######## block 1 ########
==> block_1/clocks.png <==
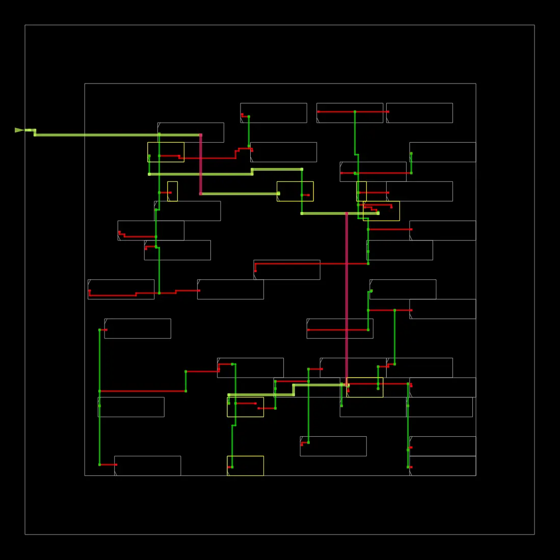

### config.mk
export PLATFORM = sky130hd
export DESIGN_NAME = mult_if_bit_packer_flat
export DESIGN_NICKNAME = d
export VERILOG_FILES = /design/src/rtl/mult_if_bit_packer_if.sv /design/src/rtl/mult_if_bit_packer.sv /design/src/flat_wrapper.sv
export SDC_FILE = /design/constraint.sdc
export NUM_CORES = 1
export LEC_CHECK = 0
export CAP_MARGIN = 30
export CORE_MARGIN = 8
export CORE_UTILIZATION = 60
export CTS_BUF_LIST = sky130_fd_sc_hd__clkbuf_8
export DETAILED_ROUTE_END_ITERATION = 12
export DONT_BUFFER_PORTS = 1
export PLACE_DENSITY = 0.76
export RECOVER_POWER = 25
export SYNTH_ARGS = -nofsm -noshare
export SYNTH_HDL_FRONTEND = slang
export SYNTH_SLANG_ARGS = --single-unit
### constraint.sdc
create_clock -name clk -period 4.9 [get_ports clk]
set_clock_uncertainty 0.15 [all_clocks]
set_input_delay 0.98 -clock clk [delete_from_list [all_inputs] [get_ports clk]]
set_output_delay 0.98 -clock clk [all_outputs]
set_load 0.01 [all_outputs]
### src/rtl/mult_if_bit_packer_if.sv
// Bus bundle for mult_if_bit_packer: serial bit input handshake and packed word output handshake.
// The slave modport is the packer; the master modport is the surrounding producer/consumer.
// Optional: MULT_IF_PACK_PARITY_EN adds the out_parity signal.
interface mult_if_bit_packer_if #(
  parameter int unsigned WIDTH = 8
) ();
  localparam int unsigned CNT_W = $clog2(WIDTH + 1);

  logic             z_in;
  logic             z_valid;
  logic             z_last;
  logic             z_ready;
  logic [WIDTH-1:0] out_data;
  logic [CNT_W-1:0] out_count;
  logic             out_last;
  logic             out_valid;
  logic             out_ready;
`ifdef MULT_IF_PACK_PARITY_EN
  logic             out_parity;
`endif

  modport slave (
    input  z_in,
    input  z_valid,
    input  z_last,
    output z_ready,
    output out_data,
    output out_count,
    output out_last,
    output out_valid,
`ifdef MULT_IF_PACK_PARITY_EN
    output out_parity,
`endif
    input  out_ready
  );

  modport master (
    output z_in,
    output z_valid,
    output z_last,
    input  z_ready,
    input  out_data,
    input  out_count,
    input  out_last,
    input  out_valid,
`ifdef MULT_IF_PACK_PARITY_EN
    input  out_parity,
`endif
    output out_ready
  );
endinterface

### src/rtl/mult_if_bit_packer.sv
// Serial-to-parallel bit packer: collects LSB-first bits into WIDTH-bit words, closing early
// on z_last with an explicit bit count. One pending word is kept in the shift register when
// the output register is busy; input is stalled only while that pending word waits.
// Optional: define MULT_IF_PACK_PARITY_EN to add out_parity (even parity of the valid bits).
module mult_if_bit_packer #(
  parameter int unsigned WIDTH = 8
) (
  input logic                 clk,
  input logic                 rst_n,
  mult_if_bit_packer_if.slave bus
);
  localparam int unsigned     CNT_W  = $clog2(WIDTH + 1);
  localparam logic [CNT_W-1:0] CntMax = CNT_W'(WIDTH - 1);

  // Input assembly state
  logic [WIDTH-1:0] sr_q;
  logic [CNT_W-1:0] cnt_q;
  logic             pending_q;
  logic [CNT_W-1:0] pend_count_q;
  logic             pend_last_q;

  // Output register
  logic [WIDTH-1:0] out_data_q;
  logic [CNT_W-1:0] out_count_q;
  logic             out_last_q;
  logic             out_valid_q;
`ifdef MULT_IF_PACK_PARITY_EN
  logic             out_parity_q;
`endif

  // Combinational helpers
  logic [WIDTH-1:0] sr_merged;
  logic [WIDTH-1:0] word;
  logic [CNT_W-1:0] word_count;
  logic             accept;
  logic             complete;
  logic             out_free;
  logic             retire;
  logic             drain;
  logic             direct_load;

  // Merge the incoming bit into the shift register and mask stale bits above the new count.
  always_comb begin
    sr_merged = sr_q;
    word      = '0;
    for (int i = 0; i < int'(WIDTH); i++) begin
      if (i == int'(cnt_q)) begin
        sr_merged[i] = bus.z_in;
      end
      if (i <= int'(cnt_q)) begin
        word[i] = sr_merged[i];
      end
    end
  end

  // Handshake and event decode
  always_comb begin
    word_count  = cnt_q + CNT_W'(1);
    accept      = bus.z_valid && !pending_q;
    complete    = accept && (bus.z_last || (cnt_q == CntMax));
    out_free    = !out_valid_q || bus.out_ready;
    retire      = out_valid_q && bus.out_ready;
    // pending blocks accept, so drain and direct_load are mutually exclusive
    drain       = pending_q && out_free;
    direct_load = complete && out_free;
  end

  // Bit accumulation and pending-word bookkeeping
  always_ff @(posedge clk or negedge rst_n) begin
    if (!rst_n) begin
      sr_q         <= '0;
      cnt_q        <= '0;
      pending_q    <= 1'b0;
      pend_count_q <= '0;
      pend_last_q  <= 1'b0;
    end else begin
      if (accept) begin
        if (complete) begin
          cnt_q <= '0;
          if (!out_free) begin
            // Park the masked word in sr until the output register frees up
            sr_q         <= word;
            pending_q    <= 1'b1;
            pend_count_q <= word_count;
            pend_last_q  <= bus.z_last;
          end
        end else begin
          sr_q  <= sr_merged;
          cnt_q <= word_count;
        end
      end
      if (drain) begin
        pending_q <= 1'b0;
      end
    end
  end

  // Output register: load from pending word or freshly completed word, else retire
  always_ff @(posedge clk or negedge rst_n) begin
    if (!rst_n) begin
      out_data_q   <= '0;
      out_count_q  <= '0;
      out_last_q   <= 1'b0;
      out_valid_q  <= 1'b0;
`ifdef MULT_IF_PACK_PARITY_EN
      out_parity_q <= 1'b0;
`endif
    end else if (drain) begin
      out_data_q   <= sr_q;
      out_count_q  <= pend_count_q;
      out_last_q   <= pend_last_q;
      out_valid_q  <= 1'b1;
`ifdef MULT_IF_PACK_PARITY_EN
      out_parity_q <= ^sr_q;
`endif
    end else if (direct_load) begin
      out_data_q   <= word;
      out_count_q  <= word_count;
      out_last_q   <= bus.z_last;
      out_valid_q  <= 1'b1;
`ifdef MULT_IF_PACK_PARITY_EN
      out_parity_q <= ^word;
`endif
    end else if (retire) begin
      // Data/count/last hold their stale values once retired
      out_valid_q  <= 1'b0;
    end
  end

  assign bus.z_ready    = !pending_q;
  assign bus.out_data   = out_data_q;
  assign bus.out_count  = out_count_q;
  assign bus.out_last   = out_last_q;
  assign bus.out_valid  = out_valid_q;
`ifdef MULT_IF_PACK_PARITY_EN
  assign bus.out_parity = out_parity_q;
`endif

  // A stalled word must not change under the consumer
  a_out_stable : assert property (@(posedge clk) disable iff (!rst_n)
      (out_valid_q && !bus.out_ready) |=> (out_valid_q && $stable(out_data_q)
                                           && $stable(out_count_q) && $stable(out_last_q)));

  // A pending word implies the output register is occupied
  a_pending_busy : assert property (@(posedge clk) disable iff (!rst_n)
      pending_q |-> out_valid_q);

endmodule

### src/flat_wrapper.sv
// flat-port wrapper written by rule: the top's interface ports become plain ports
module mult_if_bit_packer_flat 
#(
  parameter int unsigned WIDTH = 8
)
  (clk, rst_n, bus_z_in, bus_z_valid, bus_z_last, bus_z_ready, bus_out_data, bus_out_count, bus_out_last, bus_out_valid, bus_out_ready);
  mult_if_bit_packer_if #(.WIDTH(WIDTH)) bus_i ();
  input logic clk;
  input logic rst_n;
  input wire logic [$bits(bus_i.z_in)-1:0] bus_z_in;
  input wire logic [$bits(bus_i.z_valid)-1:0] bus_z_valid;
  input wire logic [$bits(bus_i.z_last)-1:0] bus_z_last;
  output wire logic [$bits(bus_i.z_ready)-1:0] bus_z_ready;
  output wire logic [$bits(bus_i.out_data)-1:0] bus_out_data;
  output wire logic [$bits(bus_i.out_count)-1:0] bus_out_count;
  output wire logic [$bits(bus_i.out_last)-1:0] bus_out_last;
  output wire logic [$bits(bus_i.out_valid)-1:0] bus_out_valid;
  input wire logic [$bits(bus_i.out_ready)-1:0] bus_out_ready;
  assign bus_i.z_in = bus_z_in;
  assign bus_i.z_valid = bus_z_valid;
  assign bus_i.z_last = bus_z_last;
  assign bus_z_ready = bus_i.z_ready;
  assign bus_out_data = bus_i.out_data;
  assign bus_out_count = bus_i.out_count;
  assign bus_out_last = bus_i.out_last;
  assign bus_out_valid = bus_i.out_valid;
  assign bus_i.out_ready = bus_out_ready;
  mult_if_bit_packer #(.WIDTH(WIDTH)) u_core (.clk(clk), .rst_n(rst_n), .bus(bus_i));
endmodule
######## block 2 ########
### src/rtl/div_unit.sv
// div_unit: iterative restoring divider for RV32M DIV/DIVU/REM/REMU
// with a start/busy/done handshake and one quotient bit per clock.
module div_unit #(
   parameter int WIDTH = 32
) (
   input  logic             i_clk,
   input  logic             i_reset,
   input  logic             i_start,
   input  logic [WIDTH-1:0] i_operand_a,
   input  logic [WIDTH-1:0] i_operand_b,
   input  logic [1:0]       i_div_op,
   output logic             o_busy,
   output logic             o_done,
   output logic [WIDTH-1:0] o_div_data
);
   localparam int CW = $clog2(WIDTH);
   localparam logic [WIDTH-1:0] MIN_NEG = {1'b1, {(WIDTH-1){1'b0}}};
   typedef enum logic [1:0] {IDLE, CALC, DONE} state_t;
   state_t           state_q;
   logic [CW-1:0]    cnt_q;
   logic [WIDTH-1:0] rem_q, quo_q, div_q, rem_d, quo_d, q_res, r_res;
   logic [WIDTH-1:0] a_abs, b_abs, spec_res;
   logic [WIDTH:0]   sub;
   logic             neg_q, rneg_q, sel_rem_q, ge, sgn, div0, ovf;
   always_comb begin
      sgn      = ~i_div_op[0];
      a_abs    = (sgn & i_operand_a[WIDTH-1]) ? -i_operand_a : i_operand_a;
      b_abs    = (sgn & i_operand_b[WIDTH-1]) ? -i_operand_b : i_operand_b;
      div0     = i_operand_b == '0;
      ovf      = sgn & (i_operand_a == MIN_NEG) & (&i_operand_b);
      spec_res = div0 ? (i_div_op[1] ? i_operand_a : '1) : (i_div_op[1] ? '0 : MIN_NEG);
      // the dividend shifts out of quo_q's MSB while quotient bits enter at its LSB
      sub      = {rem_q, quo_q[WIDTH-1]};
      ge       = sub >= {1'b0, div_q};
      rem_d    = ge ? sub[WIDTH-1:0] - div_q : sub[WIDTH-1:0];
      quo_d    = {quo_q[WIDTH-2:0], ge};
      q_res    = neg_q ? -quo_d : quo_d;
      r_res    = rneg_q ? -rem_d : rem_d;
   end
   always_ff @(posedge i_clk) begin
      if (i_reset) begin
         state_q    <= IDLE;
         cnt_q      <= '0;
         rem_q      <= '0;
         quo_q      <= '0;
         div_q      <= '0;
         neg_q      <= 1'b0;
         rneg_q     <= 1'b0;
         sel_rem_q  <= 1'b0;
         o_busy     <= 1'b0;
         o_done     <= 1'b0;
         o_div_data <= '0;
      end else begin
         case (state_q)
            IDLE: begin
               o_done <= 1'b0;
               if (i_start) begin
                  o_busy <= 1'b1;
                  if (div0 | ovf) begin
                     o_div_data <= spec_res;
                     o_done     <= 1'b1;
                     state_q    <= DONE;
                  end else begin
                     quo_q     <= a_abs;
                     div_q     <= b_abs;
                     rem_q     <= '0;
                     cnt_q     <= '0;
                     neg_q     <= sgn & (i_operand_a[WIDTH-1] ^ i_operand_b[WIDTH-1]);
                     rneg_q    <= sgn & i_operand_a[WIDTH-1];
                     sel_rem_q <= i_div_op[1];
                     state_q   <= CALC;
                  end
               end
            end
            CALC: begin
               rem_q <= rem_d;
               quo_q <= quo_d;
               cnt_q <= cnt_q + CW'(1);
               if (cnt_q == CW'(WIDTH-1)) begin
                  o_div_data <= sel_rem_q ? r_res : q_res;
                  o_done     <= 1'b1;
                  state_q    <= DONE;
               end
            end
            default: begin
               o_done  <= 1'b0;
               o_busy  <= 1'b0;
               state_q <= IDLE;
            end
         endcase
      end
   end
endmodule
### config.mk
export PLATFORM = sky130hd
export DESIGN_NAME = div_unit
export DESIGN_NICKNAME = d
export VERILOG_FILES = /design/src/rtl/div_unit.sv
export SDC_FILE = /design/constraint.sdc
export NUM_CORES = 1
export LEC_CHECK = 0
export CAP_MARGIN = 30
export CORE_MARGIN = 2
export CORE_UTILIZATION = 46
export CTS_CLUSTER_SIZE = 20
export DETAILED_ROUTE_END_ITERATION = 16
export GPL_ROUTABILITY_DRIVEN = 0
export PLACE_DENSITY_LB_ADDON = 0.1
export SETUP_SLACK_MARGIN = 0.05
export SYNTH_ARGS = -nofsm -noshare
export SYNTH_HDL_FRONTEND = slang
export SYNTH_SLANG_ARGS = --single-unit
### constraint.sdc
create_clock -name i_clk -period 6.9 [get_ports i_clk]
set_input_delay 0.69 -clock i_clk [delete_from_list [all_inputs] [get_ports i_clk]]
set_output_delay 0.69 -clock i_clk [all_outputs]
set_load 0.03 [all_outputs]
==> block_1/cell_density.png <==
(6 px per um) The die is cut into 7 by 7 equal tiles; black is low, pale yellow is high, 0 to 100% covered.
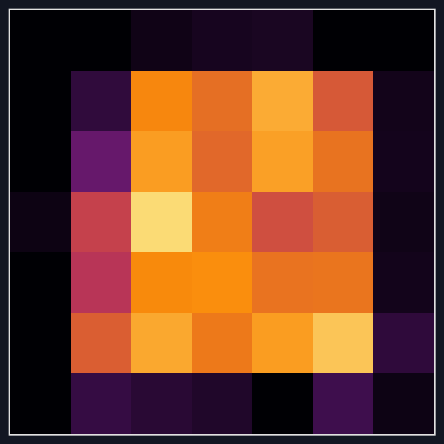
mean over tiles: 36%
emptiest ninth of the die: top left
fullest tile: 92%
densest ninth of the die: middle
nearly empty tiles: 20%
tiles over 75% full: 16%
fin util: 62.6%
floorplan core area: 0.00295 sq mm
FP Core Util: 60.8%

Notes on block_1/clocks.png above:
source-to-sink clock delay at the later pin of the worst-skew pair: 0.28 ns
clock tree sinks: 32
flip-flops: 32
Clock buffer cells: 6

==> run notes, block 1 <==
The synthesis and place-and-route flow finished, so here is a summary.

The flow ran to the end, and the final reports show no timing, DRC or antenna violations. Sequential cells account for 52.6% of the total power. The critical path is of the primary input to flip-flop type.

The routed design shows a via density per instance of 6.59. The number of multi-input combinational cells in the layout is ~130. The fraction of area in non-clock buffers is 0%. The tool warning count for the run is 30. STA classifies the critical path endpoint as a flip-flop. After synthesis, the largest family of logic cells by area is AND-OR/OR-AND gates. In this run the cell area measured after placement is 0.00176 sq mm.

The Yosys chip area came out at approximately 0.0018 sq mm. The share of layout cells above drive strength 1 came out at 10.6%. The report counts max-capacitance violations totalling 0. The switching power of the nets is 231 uW. The synthesized design devotes to its leading area cell type 44.6% of total area. The sequential element share of the synthesized area is 44.6%.

The logic gate fraction of the total cell area came out at 48.1%. The count of port buffers added during placement came out at 0.
==> block_2/flops_by_reg.png <==
(2 px per um) Other sequential cells in the stronger grey, the rest of the logic in the fainter grey.
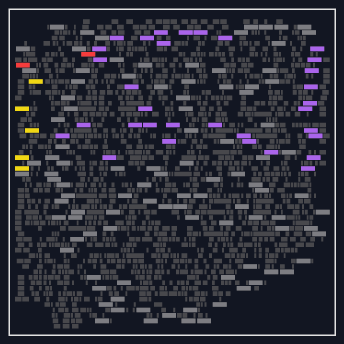
legend:
  purple:
    signal: o_div_data
    sequential_cells: 32
  yellow:
    signal: cnt_q
    sequential_cells: 5
  red:
    signal: state_q
    sequential_cells: 2
not coloured: 101
storage element area: 0.00280 sq mm
fin util: 54.2%
Seq power: 919 uW
flop share of the area: 21.1%

==> run notes, block 2 <==
The synthesis and place-and-route flow finished, so here is a summary.

Per the layout report, the design carries between 50 and 60 non-clock inverters. Looking at the max-slew report, the worst-margin pin has a slew of 0.994 ns. The setup slack after placement came out at 1.56 ns.

The setup TNS after final layout came out at 0 ns. The placed instance area is 0.0127 sq mm. The post-synth tally of flip-flops with integrated enable came out at 0. The run finished with clean final reports.

The endpoint of the worst hold path is o_div_data[12]. The floorplan die height came out at 162 um. The H-tree depth reported by CTS is 4. The fraction of met1 tracks used by global routing is 41.6%.

The element type at the critical path start is a flip-flop. The fraction of synthesized cell area in xor and xnor cells came out at 9.58%. The peak per-stage delay on the critical path is 0.80 ns. The floorplan die width came out at around 160 um. The total half-perimeter wirelength after legalization and detailed placement came out at 29200 um. The aoi/oai-family share of the synthesized area came out at between 20% and 30%. The row count is between 50 and 60. The flow reports an fmax of about 180 MHz.

Tap insertion was completed with 324 tapcells. The number of warnings in the stage logs is 27.

## Gallery

The metal 2 layer.
picture 1
(2 px per um)
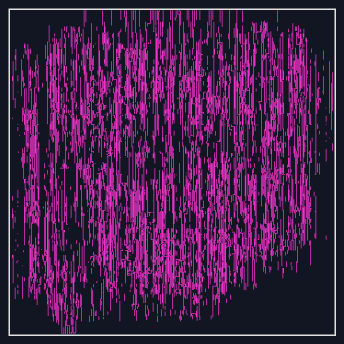
picture 2
(6 px per um)
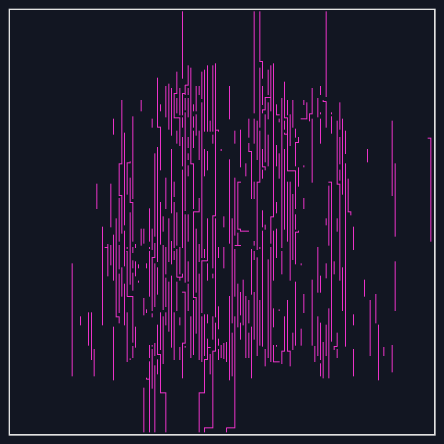
The one with the largest die is picture 1.
- picture 1 = block 2
- picture 2 = block 1

Key to picture 1:
main direction: vertical
wire length on this layer: 18200 um
share of all routed wire: 46%


######## block 3 ########
==> block_3/cell_density.png <==
(4 px per um) The die is cut into 8 by 9 equal tiles; black is low, pale yellow is high, 0 to 100% covered.
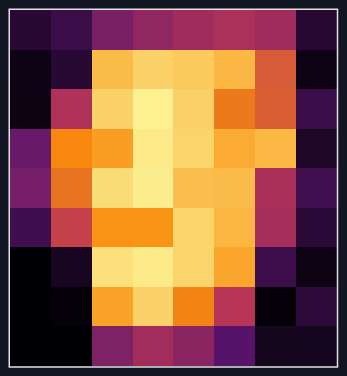

`src/rtl/data_mem_dump_reader_if.sv`:
```
// Bus bundle between the dump reader, the data memory read port and the UART TX.
interface data_mem_dump_reader_if #(
    parameter int unsigned ADDR_W = 32
) ();
    logic [ADDR_W-1:0] mem_addr;
    logic              mem_rd_en;
    logic [31:0]       mem_rdata;
    logic [7:0]        tx_data;
    logic              tx_start;
    logic              tx_done;

    // Reader side: drives the memory read strobe and the TX request.
    modport master (
        output mem_addr, mem_rd_en, tx_data, tx_start,
        input  mem_rdata, tx_done
    );

    // Memory / UART side: answers with read data and the byte-sent pulse.
    modport slave (
        input  mem_addr, mem_rd_en, tx_data, tx_start,
        output mem_rdata, tx_done
    );
endinterface

```
`src/rtl/data_mem_dump_reader.sv`:
```
// Debug-side data memory dump: reads DEPTH words in order and sends each one
// to the UART transmitter as four bytes, most significant byte first.
// Only meant to run while the pipeline is halted.
module data_mem_dump_reader #(
    parameter int unsigned DEPTH  = 32,
    parameter int unsigned ADDR_W = 32
) (
    input  logic                  clk,
    input  logic                  reset,
    input  logic                  start,
    output logic                  busy,
    output logic                  done,
    data_mem_dump_reader_if.master bus
);
    localparam int unsigned      WI_W      = $clog2(DEPTH) + 1;
    localparam logic [WI_W-1:0]  LAST_WORD = WI_W'(DEPTH - 1);

    typedef enum logic [2:0] {
        IDLE,
        RD,
        WAIT,
        LOAD,
        SEND,
        WAIT_TX,
        FIN
    } state_t;

    state_t          state;
    state_t          state_next;
    logic [WI_W-1:0] word_index;
    logic [WI_W-1:0] word_index_next;
    logic [1:0]      byte_index;
    logic [31:0]     shreg;

    // State register.
    always_ff @(posedge clk or posedge reset) begin
        if (reset) begin
            state <= IDLE;
        end else begin
            state <= state_next;
        end
    end

    // Next-state and next word index; tx_done only counts in WAIT_TX.
    always_comb begin
        state_next      = state;
        word_index_next = word_index;
        case (state)
            IDLE: begin
                if (start) begin
                    state_next      = RD;
                    word_index_next = '0;
                end
            end
            RD:   state_next = WAIT;
            WAIT: state_next = LOAD;
            LOAD: state_next = SEND;
            SEND: state_next = WAIT_TX;
            WAIT_TX: begin
                if (bus.tx_done) begin
                    if (byte_index != 2'd3) begin
                        state_next = SEND;
                    end else if (word_index != LAST_WORD) begin
                        state_next      = RD;
                        word_index_next = word_index + WI_W'(1);
                    end else begin
                        state_next = FIN;
                    end
                end
            end
            FIN:     state_next = IDLE;
            default: state_next = IDLE;
        endcase
    end

    // Registered outputs are decoded from the next state so each strobe is
    // high for exactly the cycle the FSM spends in the matching state.
    always_ff @(posedge clk or posedge reset) begin
        if (reset) begin
            bus.mem_addr  <= '0;
            bus.mem_rd_en <= 1'b0;
            bus.tx_data   <= '0;
            bus.tx_start  <= 1'b0;
            busy          <= 1'b0;
            done          <= 1'b0;
            word_index    <= '0;
            byte_index    <= '0;
            shreg         <= '0;
        end else begin
            bus.mem_rd_en <= (state_next == RD);
            bus.tx_start  <= (state_next == SEND);
            done          <= (state_next == FIN);
            busy          <= (state_next != IDLE) && (state_next != FIN);
            word_index    <= word_index_next;
            if (state_next == RD) begin
                bus.mem_addr <= ADDR_W'({word_index_next, 2'b00});
            end
            if (state == LOAD) begin
                shreg       <= bus.mem_rdata;
                bus.tx_data <= bus.mem_rdata[31:24];
                byte_index  <= '0;
            end else if (state == WAIT_TX && bus.tx_done && byte_index != 2'd3) begin
                bus.tx_data <= shreg[23:16];
                shreg       <= {shreg[23:0], 8'h00};
                byte_index  <= byte_index + 2'd1;
            end
        end
    end
endmodule

```
`src/flat_wrapper.sv`:
```
// flat-port wrapper written by rule: the top's interface ports become plain ports
module data_mem_dump_reader_flat 
#(
    parameter int unsigned DEPTH  = 32,
    parameter int unsigned ADDR_W = 32
)
  (clk, reset, start, busy, done, bus_mem_addr, bus_mem_rd_en, bus_tx_data, bus_tx_start, bus_mem_rdata, bus_tx_done);
  data_mem_dump_reader_if #(.ADDR_W(ADDR_W)) bus_i ();
  input  logic clk;
  input  logic reset;
  input  logic start;
  output logic busy;
  output logic done;
  output wire logic [$bits(bus_i.mem_addr)-1:0] bus_mem_addr;
  output wire logic [$bits(bus_i.mem_rd_en)-1:0] bus_mem_rd_en;
  output wire logic [$bits(bus_i.tx_data)-1:0] bus_tx_data;
  output wire logic [$bits(bus_i.tx_start)-1:0] bus_tx_start;
  input wire logic [$bits(bus_i.mem_rdata)-1:0] bus_mem_rdata;
  input wire logic [$bits(bus_i.tx_done)-1:0] bus_tx_done;
  assign bus_mem_addr = bus_i.mem_addr;
  assign bus_mem_rd_en = bus_i.mem_rd_en;
  assign bus_tx_data = bus_i.tx_data;
  assign bus_tx_start = bus_i.tx_start;
  assign bus_i.mem_rdata = bus_mem_rdata;
  assign bus_i.tx_done = bus_tx_done;
  data_mem_dump_reader #(.DEPTH(DEPTH), .ADDR_W(ADDR_W)) u_core (.clk(clk), .reset(reset), .start(start), .busy(busy), .done(done), .bus(bus_i));
endmodule
```
`config.mk`:
```
export PLATFORM = sky130hd
export DESIGN_NAME = data_mem_dump_reader_flat
export DESIGN_NICKNAME = d
export VERILOG_FILES = /design/src/rtl/data_mem_dump_reader_if.sv /design/src/rtl/data_mem_dump_reader.sv /design/src/flat_wrapper.sv
export SDC_FILE = /design/constraint.sdc
export NUM_CORES = 1
export LEC_CHECK = 0
export CORE_ASPECT_RATIO = 1.1
export CORE_MARGIN = 4
export CORE_UTILIZATION = 44
export CTS_BUF_LIST = sky130_fd_sc_hd__clkbuf_2 sky130_fd_sc_hd__clkbuf_4 sky130_fd_sc_hd__clkbuf_8
export DETAILED_ROUTE_END_ITERATION = 10
export PLACE_DENSITY = 0.85
export SLEW_MARGIN = 40
export SYNTH_ARGS = -nofsm -noshare
export SYNTH_HDL_FRONTEND = slang
export SYNTH_SLANG_ARGS = --single-unit
```
`constraint.sdc`:
```
create_clock -name clk -period 1.6 [get_ports clk]
set_input_delay 0.32 -clock clk [delete_from_list [all_inputs] [get_ports clk]]
set_output_delay 0.32 -clock clk [all_outputs]
set_load 0.05 [all_outputs]
```
######## block 4 ########
--- src/rtl/gemm_stream_sequencer.sv ---
// gemm_stream_sequencer
// Job-level controller in front of a fixed-weight systolic GEMM array that
// has no stall input. For each job it clears the array for one cycle, then
// streams num_vectors activation vectors from a valid/ready source. Cycles
// where the source has no vector are filled with zero vectors. Every array
// slot is tagged so that only real results reach the result port. After the
// last result it pulses done.
//
// Ports:
//   clk, resetn           clock, synchronous active-low reset
//   start, num_vectors    job start pulse (IDLE only) and vector count
//   busy, done            job in progress / one-cycle end-of-job pulse
//   act_in_valid/ready/data  activation source (valid/ready)
//   gemm_resetn           array reset, active-low (low in CLEAR or on resetn)
//   gemm_act              vector to the array, zero when no handshake
//   gemm_act_out          vector back from the array
//   res_valid/data/last   result stream with no backpressure
//
// Optional feature (define GEMM_SEQ_PERF_EN):
//   bubble_cycles         saturating count of FEED cycles with no source vector
//   job_cycles            saturating count of cycles from CLEAR through DONE
module gemm_stream_sequencer #(
  parameter int unsigned SA_SIZE                = 4,
  parameter int unsigned WEIGHT_ACTIVATION_SIZE = 8,
  parameter int unsigned PIPE_LATENCY           = 2 * SA_SIZE,
  parameter int unsigned MAX_VECTORS            = 256,
  parameter int unsigned CNT_W                  = $clog2(MAX_VECTORS + 1)
) (
  input  logic                                      clk,
  input  logic                                      resetn,
  input  logic                                      start,
  input  logic [CNT_W-1:0]                          num_vectors,
  output logic                                      busy,
  output logic                                      done,
  input  logic                                      act_in_valid,
  output logic                                      act_in_ready,
  input  logic [SA_SIZE*WEIGHT_ACTIVATION_SIZE-1:0] act_in_data,
  output logic                                      gemm_resetn,
  output logic [SA_SIZE*WEIGHT_ACTIVATION_SIZE-1:0] gemm_act,
  input  logic [SA_SIZE*WEIGHT_ACTIVATION_SIZE-1:0] gemm_act_out,
  output logic                                      res_valid,
  output logic [SA_SIZE*WEIGHT_ACTIVATION_SIZE-1:0] res_data,
  output logic                                      res_last
`ifdef GEMM_SEQ_PERF_EN
  ,
  output logic [31:0]                               bubble_cycles,
  output logic [31:0]                               job_cycles
`endif
);

  localparam int unsigned VEC_W = SA_SIZE * WEIGHT_ACTIVATION_SIZE;

  typedef enum logic [2:0] {
    S_IDLE  = 3'd0,
    S_CLEAR = 3'd1,
    S_FEED  = 3'd2,
    S_DRAIN = 3'd3,
    S_DONE  = 3'd4
  } state_t;

  state_t                  state;
  state_t                  state_nxt;
  logic [CNT_W-1:0]        count;
  logic [CNT_W-1:0]        accepted;
  logic [CNT_W-1:0]        emitted;
  logic [PIPE_LATENCY-1:0] tag;
  logic [PIPE_LATENCY-1:0] tag_nxt;
  logic                    hs;
  logic                    last_accept;

  assign hs          = act_in_valid & act_in_ready;
  assign last_accept = (accepted + CNT_W'(1)) == count;
  // Tag bit 0 records whether the slot entering the array this cycle is real.
  assign tag_nxt     = (tag << 1) | PIPE_LATENCY'(hs);

  // State register
  always_ff @(posedge clk) begin
    if (!resetn) state <= S_IDLE;
    else         state <= state_nxt;
  end

  // Next-state logic
  always_comb begin
    state_nxt = state;
    case (state)
      S_IDLE:  if (start) state_nxt = S_CLEAR;
      S_CLEAR: state_nxt = (count == '0) ? S_DONE : S_FEED;
      S_FEED:  if (hs && last_accept) state_nxt = S_DRAIN;
      // Looking at the next tag value lets DONE follow the last result directly.
      S_DRAIN: if (tag_nxt == '0) state_nxt = S_DONE;
      S_DONE:  state_nxt = S_IDLE;
      default: state_nxt = S_IDLE;
    endcase
  end

  // State-decoded control outputs
  always_comb begin
    busy         = 1'b0;
    done         = 1'b0;
    act_in_ready = 1'b0;
    case (state)
      S_IDLE:  busy = 1'b0;
      S_CLEAR: busy = 1'b1;
      S_FEED:  begin busy = 1'b1; act_in_ready = 1'b1; end
      S_DRAIN: busy = 1'b1;
      S_DONE:  begin busy = 1'b1; done = 1'b1; end
      default: busy = 1'b0;
    endcase
  end

  // Job count, handshake/result counters and slot tags
  always_ff @(posedge clk) begin
    if (!resetn) begin
      count    <= '0;
      accepted <= '0;
      emitted  <= '0;
      tag      <= '0;
    end else begin
      tag <= tag_nxt;
      if (state == S_IDLE && start) count <= num_vectors;
      if (state == S_CLEAR) begin
        accepted <= '0;
        emitted  <= '0;
      end else begin
        if (hs)        accepted <= accepted + CNT_W'(1);
        if (res_valid) emitted  <= emitted + CNT_W'(1);
      end
    end
  end

  assign gemm_resetn = resetn & (state != S_CLEAR);
  assign gemm_act    = hs ? act_in_data : VEC_W'(0);
  assign res_valid   = tag[PIPE_LATENCY-1];
  assign res_data    = res_valid ? gemm_act_out : VEC_W'(0);
  assign res_last    = res_valid & (emitted == (count - CNT_W'(1)));

`ifdef GEMM_SEQ_PERF_EN
  // Performance counters: cleared on CLEAR entry, held once the job ends
  always_ff @(posedge clk) begin
    if (!resetn) begin
      bubble_cycles <= '0;
      job_cycles    <= '0;
    end else if (state == S_IDLE && start) begin
      bubble_cycles <= '0;
      job_cycles    <= '0;
    end else begin
      if (state != S_IDLE && job_cycles != '1)
        job_cycles <= job_cycles + 32'd1;
      if (state == S_FEED && !act_in_valid && bubble_cycles != '1)
        bubble_cycles <= bubble_cycles + 32'd1;
    end
  end
`endif

endmodule

--- config.mk ---
export PLATFORM = sky130hd
export DESIGN_NAME = gemm_stream_sequencer
export DESIGN_NICKNAME = d
export VERILOG_FILES = /design/src/rtl/gemm_stream_sequencer.sv
export SDC_FILE = /design/constraint.sdc
export NUM_CORES = 1
export LEC_CHECK = 0
export ABC_AREA = 1
export CORE_MARGIN = 1.5
export CORE_UTILIZATION = 30
export DETAILED_ROUTE_END_ITERATION = 8
export GPL_TIMING_DRIVEN = 0
export PLACE_DENSITY = 0.66
export SLEW_MARGIN = 15
export SYNTH_ARGS = -nofsm -noshare
export SYNTH_HDL_FRONTEND = slang
export SYNTH_SLANG_ARGS = --single-unit
--- constraint.sdc ---
create_clock -name clk -period 1.9 [get_ports clk]
set_input_delay 0.38 -clock clk [delete_from_list [all_inputs] [get_ports clk]]
set_output_delay 0.38 -clock clk [all_outputs]
set_load 0.02 [all_outputs]
######## block 5 ########
===== config.mk =====
export PLATFORM = sky130hd
export DESIGN_NAME = alu_console
export DESIGN_NICKNAME = d
export VERILOG_FILES = /design/src/rtl/alu_console_pkg.sv /design/src/rtl/alu_console_hex_seg_decoder.sv /design/src/rtl/alu_console.sv
export SDC_FILE = /design/constraint.sdc
export NUM_CORES = 1
export LEC_CHECK = 0
export ABC_AREA = 1
export CAP_MARGIN = 20
export CORE_ASPECT_RATIO = 1.4
export CORE_UTILIZATION = 37
export CTS_CLUSTER_DIAMETER = 80
export CTS_CLUSTER_SIZE = 30
export DETAILED_ROUTE_END_ITERATION = 8
export PLACE_DENSITY_LB_ADDON = 0.15
export SYNTH_ARGS = -nofsm -noshare
export SYNTH_HDL_FRONTEND = slang
export SYNTH_HIERARCHICAL = 1
export SYNTH_SLANG_ARGS = --single-unit

===== constraint.sdc =====
create_clock -name CLOCK_50 -period 2.66 [get_ports CLOCK_50]
set_clock_uncertainty 0.15 [all_clocks]
set_input_delay 0.532 -clock CLOCK_50 [delete_from_list [all_inputs] [get_ports CLOCK_50]]
set_output_delay 0.532 -clock CLOCK_50 [all_outputs]
set_load 0.02 [all_outputs]

===== src/rtl/alu_console_pkg.sv =====
// Shared types and constants for the ALU console: opcodes, FSM states, hex glyphs.
package alu_console_pkg;

    typedef enum logic [2:0] {
        OP_ADD = 3'b000,
        OP_SUB = 3'b001,
        OP_AND = 3'b010,
        OP_OR  = 3'b011,
        OP_XOR = 3'b100,
        OP_SLT = 3'b101,
        OP_SHL = 3'b110,
        OP_MUL = 3'b111
    } op_e;

    typedef enum logic [1:0] {
        IDLE = 2'd0,
        EXEC = 2'd1,
        MUL  = 2'd2,
        DONE = 2'd3
    } state_e;

    // Active-low gfedcba glyphs, index = nibble value.
    localparam logic [15:0][6:0] HEX_GLYPH = {
        7'h0E, 7'h06, 7'h21, 7'h46, 7'h03, 7'h08, 7'h10, 7'h00,
        7'h78, 7'h02, 7'h12, 7'h19, 7'h30, 7'h24, 7'h79, 7'h40
    };

endpackage


===== src/rtl/alu_console_hex_seg_decoder.sv =====
// One 7-segment digit: nibble in, active-low segment pattern out.
module hex_seg_decoder
    import alu_console_pkg::*;
(
    input  logic [3:0] nib,
    output logic [6:0] seg
);

    assign seg = HEX_GLYPH[nib];

endmodule


===== src/rtl/alu_console.sv =====
// Push-button ALU console: debounced keys load A/B and execute; result shown on HEX.
// Build option ALU_CONSOLE_MUL_EN adds the iterative shift-add multiplier for opcode 111.
module alu_console
    import alu_console_pkg::*;
#(
    parameter int WIDTH           = 8,
    parameter int DEBOUNCE_CYCLES = 16
) (
    input  logic                     CLOCK_50,
    input  logic                     reset,
    input  logic [WIDTH+3:0]         SW,
    input  logic [2:0]               KEY,
    output logic [3:0]               LEDR,
    output logic [7*(WIDTH/2)-1:0]   HEX
);

    localparam int RES_W = 2 * WIDTH;
    localparam int NDIG  = WIDTH / 2;
    localparam int SH_W  = $clog2(WIDTH);
    localparam int CNT_W = $clog2(DEBOUNCE_CYCLES + 1);

    logic [WIDTH-1:0] operand;
    assign operand = SW[WIDTH-1:0];

    // Key conditioning: keys idle high, so synchronisers reset to released.
    logic [2:0] sync1, sync2, ev;
    logic [2:0][CNT_W-1:0] cnt;

    always_ff @(posedge CLOCK_50 or posedge reset) begin
        if (reset) begin
            sync1 <= '1;
            sync2 <= '1;
        end else begin
            sync1 <= KEY;
            sync2 <= sync1;
        end
    end

    for (genvar k = 0; k < 3; k++) begin : g_deb
        // Counter saturates at DEBOUNCE_CYCLES so a held key fires once.
        always_ff @(posedge CLOCK_50 or posedge reset) begin
            if (reset)
                cnt[k] <= '0;
            else if (sync2[k])
                cnt[k] <= '0;
            else if (cnt[k] != CNT_W'(DEBOUNCE_CYCLES))
                cnt[k] <= cnt[k] + 1'b1;
        end
        assign ev[k] = !sync2[k] && (cnt[k] == CNT_W'(DEBOUNCE_CYCLES - 1));
    end

    state_e state, next;
    logic [WIDTH-1:0] a, b;
    logic [RES_W-1:0] result;
    op_e  op_r;
    logic unsig_r, ovf, valid, err, busy;

`ifdef ALU_CONSOLE_MUL_EN
    logic [RES_W-1:0] mcand, acc, acc_nx;
    logic [WIDTH-1:0] mplier, a_nx, b_nx, a_mag, b_mag;
    logic [SH_W-1:0]  mul_cnt;
    logic             neg;

    // Loads in the execute cycle still apply, so the multiplier sees the new operands.
    assign a_nx   = ev[0] ? operand : a;
    assign b_nx   = ev[1] ? operand : b;
    assign a_mag  = (!SW[WIDTH+3] && a_nx[WIDTH-1]) ? -a_nx : a_nx;
    assign b_mag  = (!SW[WIDTH+3] && b_nx[WIDTH-1]) ? -b_nx : b_nx;
    assign acc_nx = acc + (mplier[0] ? mcand : '0);
`endif

    always_ff @(posedge CLOCK_50 or posedge reset) begin
        if (reset) state <= IDLE;
        else       state <= next;
    end

    always_comb begin
        next = state;
        busy = 1'b0;
        case (state)
            IDLE: if (ev[2]) begin
`ifdef ALU_CONSOLE_MUL_EN
                next = (op_e'(SW[WIDTH+2:WIDTH]) == OP_MUL) ? MUL : EXEC;
`else
                next = EXEC;
`endif
            end
            EXEC: begin
                busy = 1'b1;
                next = DONE;
            end
            MUL: begin
                busy = 1'b1;
`ifdef ALU_CONSOLE_MUL_EN
                if (mul_cnt == SH_W'(WIDTH - 1)) next = DONE;
`else
                next = IDLE;
`endif
            end
            DONE: next = IDLE;
            default: next = IDLE;
        endcase
    end

    logic [WIDTH:0]   sum, diff;
    logic [WIDTH-1:0] r;
    logic [RES_W-1:0] exec_res;
    logic             exec_ovf, exec_err, lt;

    always_comb begin
        sum      = {1'b0, a} + {1'b0, b};
        diff     = {1'b0, a} - {1'b0, b};
        lt       = unsig_r ? (a < b) : ($signed(a) < $signed(b));
        r        = '0;
        exec_ovf = 1'b0;
        exec_err = 1'b0;
        case (op_r)
            OP_ADD: begin
                r        = sum[WIDTH-1:0];
                exec_ovf = unsig_r ? sum[WIDTH]
                         : (a[WIDTH-1] == b[WIDTH-1]) && (sum[WIDTH-1] != a[WIDTH-1]);
            end
            OP_SUB: begin
                r        = diff[WIDTH-1:0];
                exec_ovf = unsig_r ? diff[WIDTH]
                         : (a[WIDTH-1] != b[WIDTH-1]) && (diff[WIDTH-1] != a[WIDTH-1]);
            end
            OP_AND: r = a & b;
            OP_OR:  r = a | b;
            OP_XOR: r = a ^ b;
            OP_SLT: r = {{(WIDTH-1){1'b0}}, lt};
            OP_SHL: r = a << b[SH_W-1:0];
            default: exec_err = 1'b1;  // multiply reaching EXEC means it is not built in
        endcase
        exec_res = unsig_r ? {{WIDTH{1'b0}}, r} : {{WIDTH{r[WIDTH-1]}}, r};
    end

    always_ff @(posedge CLOCK_50 or posedge reset) begin
        if (reset) begin
            a       <= '0;
            b       <= '0;
            result  <= '0;
            op_r    <= OP_ADD;
            unsig_r <= 1'b0;
            ovf     <= 1'b0;
            valid   <= 1'b0;
            err     <= 1'b0;
`ifdef ALU_CONSOLE_MUL_EN
            mcand   <= '0;
            mplier  <= '0;
            acc     <= '0;
            mul_cnt <= '0;
            neg     <= 1'b0;
`endif
        end else begin
            case (state)
                IDLE: begin
                    if (ev[0]) a <= operand;
                    if (ev[1]) b <= operand;
                    if (ev[2]) begin
                        op_r    <= op_e'(SW[WIDTH+2:WIDTH]);
                        unsig_r <= SW[WIDTH+3];
                        valid   <= 1'b0;
                        ovf     <= 1'b0;
                        err     <= 1'b0;
`ifdef ALU_CONSOLE_MUL_EN
                        mcand   <= {{WIDTH{1'b0}}, a_mag};
                        mplier  <= b_mag;
                        acc     <= '0;
                        mul_cnt <= '0;
                        neg     <= !SW[WIDTH+3] && (a_nx[WIDTH-1] ^ b_nx[WIDTH-1]);
`endif
                    end
                end
                EXEC: begin
                    result <= exec_res;
                    ovf    <= exec_ovf;
                    err    <= exec_err;
                    valid  <= 1'b1;
                end
`ifdef ALU_CONSOLE_MUL_EN
                MUL: begin
                    acc     <= acc_nx;
                    mcand   <= mcand << 1;
                    mplier  <= mplier >> 1;
                    mul_cnt <= mul_cnt + 1'b1;
                    if (mul_cnt == SH_W'(WIDTH - 1)) begin
                        result <= neg ? -acc_nx : acc_nx;
                        valid  <= 1'b1;
                    end
                end
`endif
                default: ;
            endcase
        end
    end

    assign LEDR = {err, valid, busy, ovf};

    for (genvar d = 0; d < NDIG; d++) begin : g_hex
        hex_seg_decoder u_dec (
            .nib (result[4*d +: 4]),
            .seg (HEX[7*d +: 7])
        );
    end

endmodule


######## block 6 ########
==> src/rtl/seq_divide.sv <==
// ---------------------------------------------------------------------------
// seq_divide
//   Sequential signed divider, one quotient bit per clock (restoring radix-2).
//   Recovers a QUOT_W-bit quotient and a DIVISOR_W-bit remainder from a
//   DIVIDEND_W-bit signed dividend (typically a product) and a signed divisor.
//   Division truncates toward zero; the remainder takes the dividend's sign.
//
// Ports
//   clk_i        clock, rising edge
//   rst_i        synchronous active-high reset
//   in_valid_i   operands valid          in_ready_o   operands accepted (IDLE)
//   dividend_i   signed dividend         divisor_i    signed divisor
//   out_valid_o  result valid            out_ready_i  consumer takes result
//   quot_o       low QUOT_W bits of the signed quotient
//   rem_o        signed remainder
//   exact_o      remainder zero, divisor non-zero
//   dbz_o        divisor was zero
//   ovf_o        full quotient does not fit in QUOT_W signed bits
// ---------------------------------------------------------------------------
module seq_divide #(
    parameter int DIVIDEND_W = 43,
    parameter int DIVISOR_W  = 18,
    parameter int QUOT_W     = 24
) (
    input  logic                  clk_i,
    input  logic                  rst_i,
    input  logic                  in_valid_i,
    output logic                  in_ready_o,
    input  logic [DIVIDEND_W-1:0] dividend_i,
    input  logic [DIVISOR_W-1:0]  divisor_i,
    output logic                  out_valid_o,
    input  logic                  out_ready_i,
    output logic [QUOT_W-1:0]     quot_o,
    output logic [DIVISOR_W-1:0]  rem_o,
    output logic                  exact_o,
    output logic                  dbz_o,
    output logic                  ovf_o
);

    localparam int CNT_W = $clog2(DIVIDEND_W);

    typedef enum logic [1:0] {
        S_IDLE,
        S_CALC,
        S_FIX,
        S_DONE
    } state_t;

    state_t                r_state;
    logic [DIVIDEND_W-1:0] r_dq;        // dividend bits shift out at the top, quotient bits in at the bottom
    logic [DIVISOR_W-1:0]  r_dvs_mag;
    logic [DIVISOR_W:0]    r_rem;       // partial remainder magnitude
    logic [CNT_W-1:0]      r_cnt;
    logic                  r_dvd_neg;
    logic                  r_dvs_neg;
    logic                  r_dbz;
    logic                  r_out_valid;

    // Magnitudes of the incoming operands. The most negative value of each
    // negates to itself, which read as unsigned is exactly its magnitude.
    logic [DIVIDEND_W-1:0] w_dvd_mag;
    logic [DIVISOR_W-1:0]  w_dvs_mag;
    assign w_dvd_mag = dividend_i[DIVIDEND_W-1] ? -dividend_i : dividend_i;
    assign w_dvs_mag = divisor_i[DIVISOR_W-1]   ? -divisor_i  : divisor_i;

    // One restoring step: bring in the next dividend bit and trial-subtract.
    // The stored remainder is always below |divisor|, so its low DIVISOR_W
    // bits carry the full value before the shift.
    logic [DIVISOR_W:0]   w_shift;
    logic [DIVISOR_W+1:0] w_trial;
    logic                 w_fits;
    assign w_shift = {r_rem[DIVISOR_W-1:0], r_dq[DIVIDEND_W-1]};
    assign w_trial = {1'b0, w_shift} - {2'b00, r_dvs_mag};
    assign w_fits  = ~w_trial[DIVISOR_W+1];

    // Sign correction. The full quotient needs one extra bit because
    // -2^(DIVIDEND_W-1) / -1 is positive 2^(DIVIDEND_W-1).
    logic [DIVIDEND_W:0]   w_qfull;
    logic [DIVISOR_W-1:0]  w_rem_s;
    logic [DIVIDEND_W-QUOT_W+1:0] w_q_upper;
    logic                  w_ovf;
    assign w_qfull   = (r_dvd_neg ^ r_dvs_neg) ? -{1'b0, r_dq} : {1'b0, r_dq};
    assign w_rem_s   = r_dvd_neg ? -r_rem[DIVISOR_W-1:0] : r_rem[DIVISOR_W-1:0];
    // Fits in QUOT_W signed only if every bit from QUOT_W-1 upward is a sign copy.
    assign w_q_upper = w_qfull[DIVIDEND_W:QUOT_W-1];
    assign w_ovf     = ~((&w_q_upper) | (~|w_q_upper));

    assign in_ready_o  = (r_state == S_IDLE) && !rst_i;
    assign out_valid_o = r_out_valid;

    // NOTE: all state is updated with non-blocking assignments so every
    // register samples the values from before the edge.
    always_ff @(posedge clk_i) begin
        if (rst_i) begin
            // NOTE: only control state and outputs are reset; the datapath
            // registers are always loaded before they are read.
            r_state     <= S_IDLE;
            r_out_valid <= 1'b0;
            quot_o      <= '0;
            rem_o       <= '0;
            exact_o     <= 1'b0;
            dbz_o       <= 1'b0;
            ovf_o       <= 1'b0;
        end else begin
            case (r_state)
                S_IDLE: begin
                    if (in_valid_i) begin
                        r_dq      <= w_dvd_mag;
                        r_dvs_mag <= w_dvs_mag;
                        r_dvd_neg <= dividend_i[DIVIDEND_W-1];
                        r_dvs_neg <= divisor_i[DIVISOR_W-1];
                        r_dbz     <= (divisor_i == '0);
                        r_rem     <= '0;
                        r_cnt     <= CNT_W'(DIVIDEND_W - 1);
                        r_state   <= S_CALC;
                    end
                end

                S_CALC: begin
                    if (r_dbz) begin
                        r_state <= S_FIX;
                    end else begin
                        r_rem <= w_fits ? w_trial[DIVISOR_W:0] : w_shift;
                        r_dq  <= {r_dq[DIVIDEND_W-2:0], w_fits};
                        if (r_cnt == '0) begin
                            r_state <= S_FIX;
                        end else begin
                            r_cnt <= r_cnt - CNT_W'(1);
                        end
                    end
                end

                S_FIX: begin
                    if (r_dbz) begin
                        quot_o  <= '0;
                        rem_o   <= '0;
                        exact_o <= 1'b0;
                        dbz_o   <= 1'b1;
                        ovf_o   <= 1'b0;
                    end else begin
                        quot_o  <= w_qfull[QUOT_W-1:0];
                        rem_o   <= w_rem_s;
                        exact_o <= (r_rem == '0);
                        dbz_o   <= 1'b0;
                        ovf_o   <= w_ovf;
                    end
                    r_out_valid <= 1'b1;
                    r_state     <= S_DONE;
                end

                S_DONE: begin
                    if (out_ready_i) begin
                        r_out_valid <= 1'b0;
                        r_state     <= S_IDLE;
                    end
                end

                default: r_state <= S_IDLE;
            endcase
        end
    end

endmodule

==> config.mk <==
export PLATFORM = sky130hd
export DESIGN_NAME = seq_divide
export DESIGN_NICKNAME = d
export VERILOG_FILES = /design/src/rtl/seq_divide.sv
export SDC_FILE = /design/constraint.sdc
export NUM_CORES = 1
export LEC_CHECK = 0
export CAP_MARGIN = 25
export CORE_MARGIN = 2
export CORE_UTILIZATION = 55
export DETAILED_ROUTE_END_ITERATION = 10
export PLACE_DENSITY = 0.79
export SYNTH_ARGS = -nofsm -noshare
export SYNTH_HDL_FRONTEND = slang
export SYNTH_SLANG_ARGS = --single-unit
==> constraint.sdc <==
create_clock -name clk_i -period 8.1 [get_ports clk_i]
set_input_delay 1.215 -clock clk_i [delete_from_list [all_inputs] [get_ports clk_i]]
set_output_delay 1.215 -clock clk_i [all_outputs]
set_load 0.01 [all_outputs]
==> block_5/cell_density.png <==
(3 px per um) The die is cut into 10 by 14 equal tiles; black is low, pale yellow is high, 0 to 100% covered.
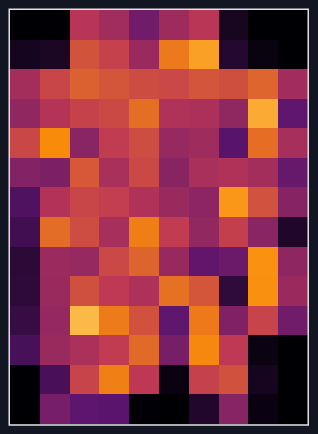
emptiest ninth of the die: bottom right
mean over tiles: 40%
nearly empty tiles: 8.6%
tiles over 75% full: 4.3%
fullest tile: 85%
fin util: 44.2%
FP Core Util: 38.0%
floorplan core area: 0.0129 sq mm

==> run notes, block 5 <==
The synthesis and place-and-route flow finished, so here is a summary.

The placed instance area came out at 0.00551 sq mm. The flow ran to the end, and the final reports show no timing, DRC or antenna violations. Cells with a size suffix above 1 make up 8.30% of the layout. The fraction of met1 tracks used by global routing is 19.2%. The critical path ends at HEX[1].

In this run the top signal layer used is met4. The upper clock frequency limit is 390 MHz. The first-pass iteration count of the detailed router came out at 5.

For the pin with the worst max-slew slack, the measured transition is 0.577 ns. The power attributed to the clock group came out at about 770 uW. The count of pins on the block boundary came out at 49. The post-synth net total is 795.

The clock group share of total power came out at approximately 45%. The clock tree from TritonCTS is done. The Yosys chip area came out at slightly below 0.005 sq mm. Per the CTS log, the root buffer master is sky130_fd_sc_hd__clkbuf_16. The type of the worst setup path is flip-flop to output pin.

The critical path data arrival time is 1.88 ns. The total die area came out at 0.0137 sq mm. The number of failing setup endpoints in the final timing report came out at 0. The cell count after synthesis came out at 710. OpenROAD reports that the post-layout worst path occupies 96.5% of the period. The layout multi-input combinational cell count is 522. The total wire length after detailed routing is about 11000 um. The number of non-clock buffers is roughly 64. The number of cells reported by Yosys stat comes to 710. The number of buffers inserted by hold repair at cts is 0. The violation count after the first detailed-route iteration came out at 204. STA classifies the critical path endpoint as an output pin. The max-slew check reports its worst relative slack as 61.4%.
==> block_4/cell_density.png <==
(4 px per um) The die is cut into 10 by 10 equal tiles; black is low, pale yellow is high, 0 to 100% covered.
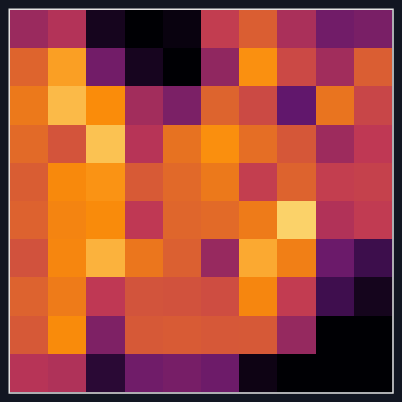
emptiest ninth of the die: bottom right
fullest tile: 90%
densest ninth of the die: left middle
tiles over 75% full: 9.0%
mean over tiles: 50%
floorplan core area: 0.00826 sq mm
FP Core Util: 31.1%
fin util: 56.7%

==> run notes, block 4 <==
The synthesis and place-and-route flow finished, so here is a summary.

The ratio of total power to cell area came out at 669 mW/mm^2. Setup repair after global routing could not meet its margin everywhere. The most critical hold endpoint after final layout shows a slack of 0.440 ns.

The violation count after the first detailed-route iteration came out at 92. The final timing report gives a worst setup slack of -0.264 ns. The count of cell types in the netlist is 30. The routed wire length per instance is 11.9 um.

The floorplan die width is roughly 96 um. The count of pins on the block boundary is 147. The area fraction in mux cells came out at 0.389%. The number of failing setup endpoints in the final timing report is 1. The yosys warning tally is 0. The max-capacitance violation count came out at 0.

The power attributed to the clock group came out at ~680 uW. The clock group share of total power came out at 21.6%. Ranking logic cells in the layout by count gives the top entries 100 x sky130_fd_sc_hd__inv_1, 93 x sky130_fd_sc_hd__nand2_1, 75 x sky130_fd_sc_hd__clkdlybuf4s50_1. The number of non-clock buffers is 167. The leakage dissipation came out at around 2.4 nW. The synthesized netlist occupies a cell area of ~0.0026 sq mm. The placed instance area is 0.00416 sq mm. The time the worst path needs with I/O delays and setup is 2.16 ns. The run finished, with violations left. The layout contains a multi-input combinational cell count of ~280.

The total wire length after detailed routing came out at 8380 um. After layout, the inverter instance count without clock inverters stands at 110. TritonCTS built the clock tree. The checks that failed: setup timing. The post-synth tally of flip-flops with integrated enable is 0. In the power breakdown, the biggest contributor is combinational cells. Entering global routing, the biggest net connects 13 pins.
==> block_6/cell_density.png <==
(3 px per um) The die is cut into 13 by 13 equal tiles; black is low, pale yellow is high, 0 to 100% covered.
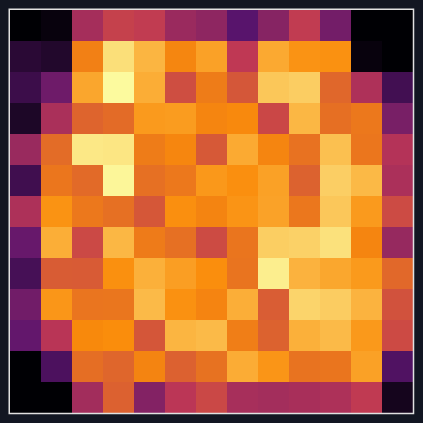
mean over tiles: 61%
tiles over 75% full: 35%
fullest tile: 99%
FP Core Util: 56.3%
floorplan core area: 0.0166 sq mm
fin util: 67.9%

==> block_6/layer_met2.png <==
(3 px per um)
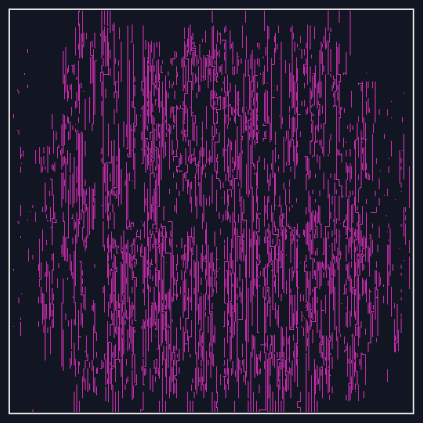
nets with wire on the layer: 1010
wire length on this layer: 10500 um
longest straight run: 52.2 um
share of all routed wire: 46%
main direction: vertical
via count of the routed design: 8113
post-detailed-routing wire length: 22900 um
fraction of met2 tracks used by global routing: 40.7%

==> run notes, block 6 <==
The synthesis and place-and-route flow finished, so here is a summary.

The final hold violation count recorded for this run is 0. The number of buffers inserted during clock tree synthesis came out at 17. The count of non-CTS inverters in the layout is roughly 43. The cell-mix breakdown from Yosys lists the simple-gate area share as between 20% and 30%. 819 cells are multi-input combinational gates. The cell internal power dissipation is between 2 and 2.5 mW. The power in combinational cells is 1.32 mW. The detailed route wirelength on metal2 is 10500 um. The first detailed-routing pass ran for 5 iterations. The floorplan die height came out at 134 um.

The largest vdd supply drop came out at ~0.00018 V. Entering global routing, the biggest net connects 89 pins. The data required time of the critical path is 8.24 ns. The design draws 3.41 mW.

Per the synthesis report, the dominant area consumer among library cells is sky130_fd_sc_hd__edfxtp_1. The main area contributors are sky130_fd_sc_hd__edfxtp_1 29%, sky130_fd_sc_hd__dfxtp_1 10%, sky130_fd_sc_hd__xnor2_1 6.0%. The max-capacitance violation count is 0. The count of mapped cells out of synthesis came out at 1051. The area fraction in mux cells came out at 0.657%. The maximum net fanout on the critical path came out at 6. The source of the worst hold timing path is quot_o[14]. Looking at the gate-level netlist, the highest instance count belongs to sky130_fd_sc_hd__nor2_1. The register name with the most flops is r_dq.

The number of buffers inserted by hold repair at cts is 0. The later-pin clock latency in the skew report came out at 0.43 ns. The depth of the most critical reg-to-reg path is 10. The yosys warning tally came out at 0. The top power consumer group is combinational cells. The share of layout cells above drive strength 1 came out at 7.04%.

The flow ran to the end, and the final reports show no timing, DRC or antenna violations.
==> block_3/layer_met2.png <==
(4 px per um)
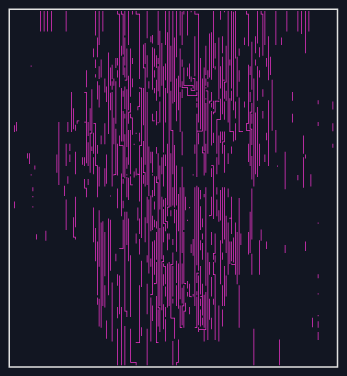
wire length on this layer: 3460 um
longest straight run: 49.0 um
share of all routed wire: 53%
nets with wire on the layer: 332
main direction: vertical
post-detailed-routing wire length: 6590 um
fraction of met2 tracks used by global routing: 29.2%
via count of the routed design: 2145

==> block_3/power_grid.png <==
(4 px per um) Pins as bars on the die edge.
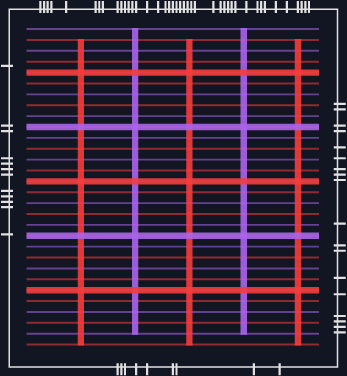
legend:
  red:
    net: VSS
  purple:
    net: VDD
rows: 29
met5 straps: 5
met4 straps: 5
signal pins: 80
met1 rails: 30
Peak supply drop: 0.000883 V
floorplan core area: 0.00577 sq mm

About block_3/cell_density.png:
densest ninth of the die: middle
mean over tiles: 49%
tiles over 75% full: 36%
FP Core Util: 45.6%
fin util: 63.0%

==> run notes, block 3 <==
The synthesis and place-and-route flow finished, so here is a summary.

The number of failing setup endpoints in the final timing report came out at 4. The power dissipated in sequential cells is 2.12 mW. The clock tree from TritonCTS is done. OpenSTA lists the critical path endpoint as u_core.bus.mem_addr[5]. In the final layout, flip-flops and latches occupy 0.00133 sq mm. sky130_fd_sc_hd__dfrtp_1 takes more of the synthesized area than any other cell. In this run the worst path has a maximum fanout of 9. In the layout the commonest cells are 68 x sky130_fd_sc_hd__nand2_1, 52 x sky130_fd_sc_hd__buf_4, 51 x sky130_fd_sc_hd__dfrtp_1. The design draws between 5 and 6 mW. The run finished, with violations left. The count of mapped cells out of synthesis came out at 259. The detailed route wirelength on metal2 came out at 3460 um. The final worst setup slack came out at -0.0141 ns.

Registers are responsible for ~37% of the overall power. The checks that failed: setup timing. The detailed-routing wirelength on met1 came out at around 2600 um. Buffers inserted to repair hold after CTS numbered 0. The met3 track demand over resource in global routing is 3.13%. In this run, the synthesized area fraction spent on and/or/nand/nor cells is recorded as 17.1%. The setup TNS after final layout is -0.0348 ns.

==> gallery <==
Clock routing.
Plate I
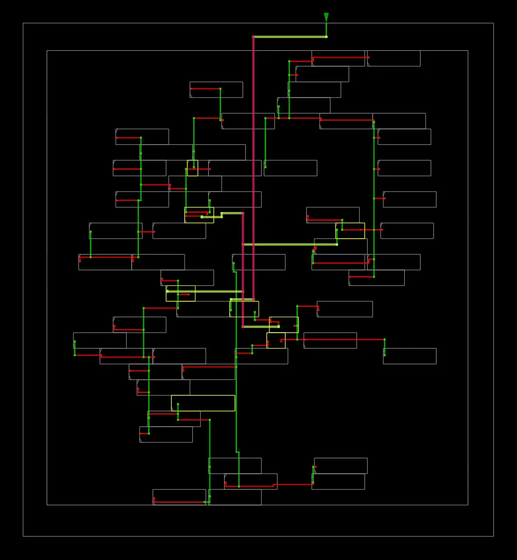
Plate II
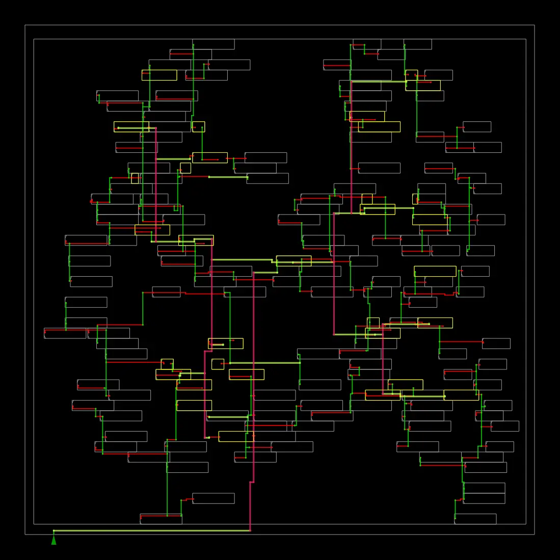
Plate III
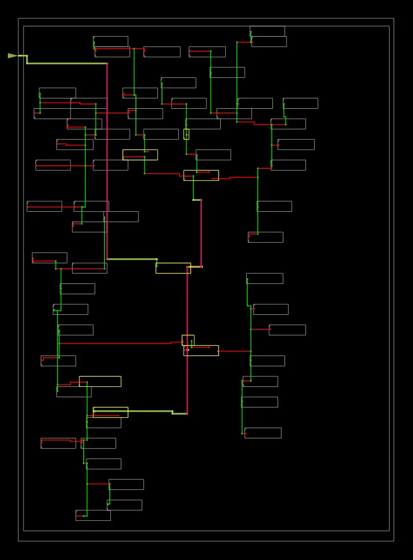
Plate IV
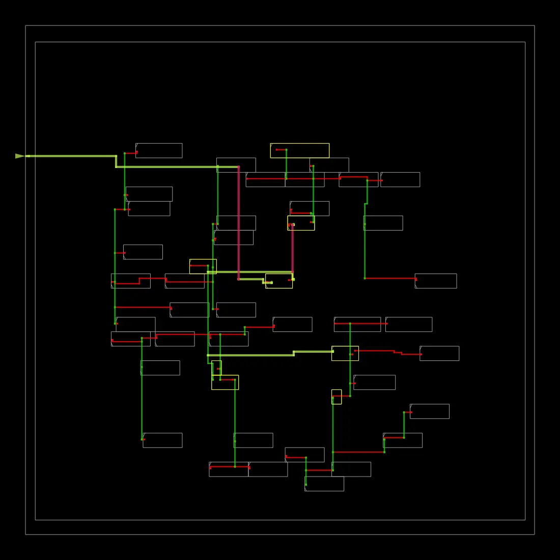
Plate IV is block 4.
Plate II is block 6.
Plate I is block 3.
Plate III is block 5.
The one with the fewest sequential cells is Plate IV.
The one with the most clock buffers is Plate II.



==> gallery <==
Sequential cells grouped by signal name.
shot_01.png
(3 px per um) Other sequential cells in the stronger grey, the rest of the logic in the fainter grey.
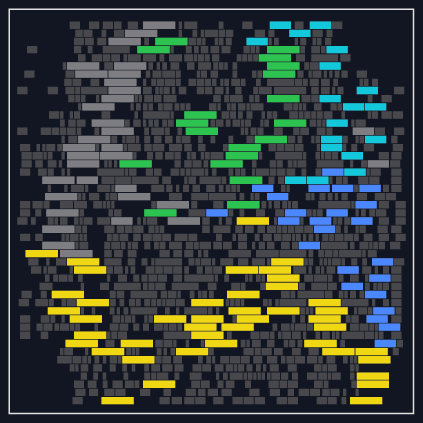
shot_02.png
(4 px per um) Other sequential cells in the stronger grey, the rest of the logic in the fainter grey.
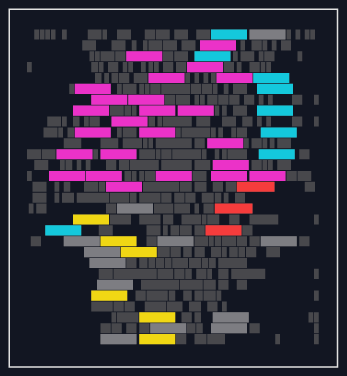
shot_03.png
(6 px per um) Other sequential cells in the stronger grey, the rest of the logic in the fainter grey.
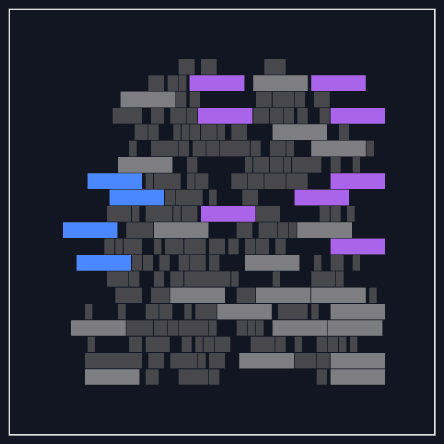
shot_04.png
(3 px per um) Other sequential cells in the stronger grey, the rest of the logic in the fainter grey.
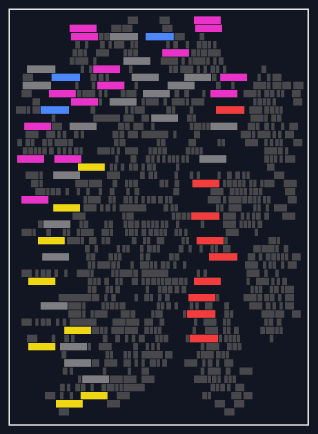
shot_05.png
(4 px per um) Other sequential cells in the stronger grey, the rest of the logic in the fainter grey.
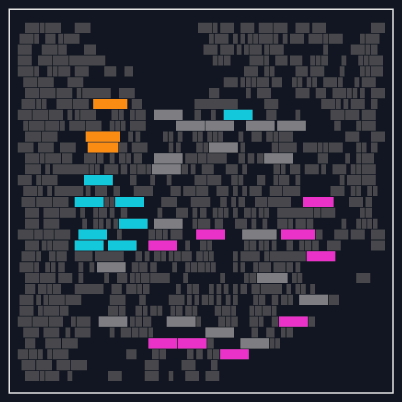
block 6: shot_01.png
block 3: shot_02.png
block 1: shot_03.png
block 4: shot_05.png
block 5: shot_04.png
Of these, smallest die: shot_03.png


==> gallery <==
Power grid.
panel A
(3 px per um) Pins as bars on the die edge.
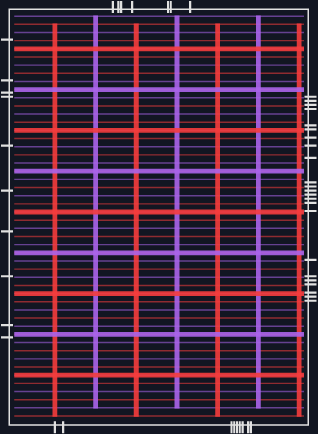
panel B
(2 px per um) Pins as bars on the die edge.
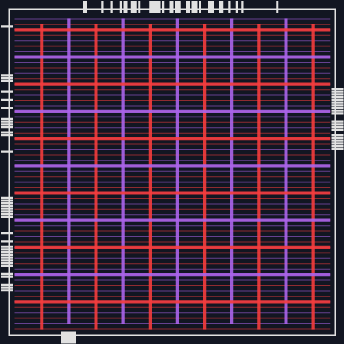
panel C
(4 px per um) Pins as bars on the die edge.
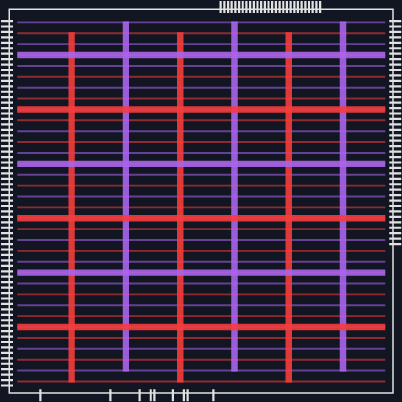
panel D
(6 px per um) Pins as bars on the die edge.
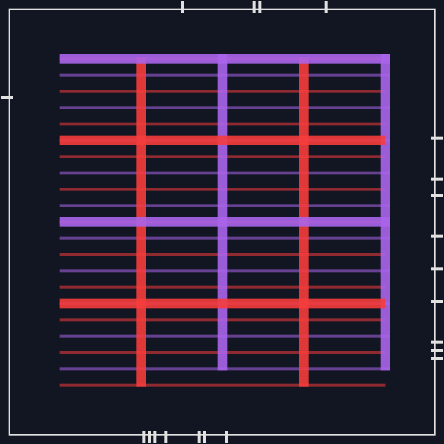
panel E
(3 px per um) Pins as bars on the die edge.
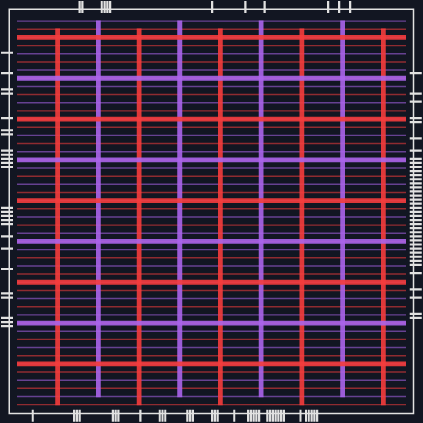
Of these, most pins: panel C
- block 2 = panel B
- block 6 = panel E
- block 4 = panel C
- block 5 = panel A
- block 1 = panel D

No activity file was given, so power comes from the tool's default toggle rates.
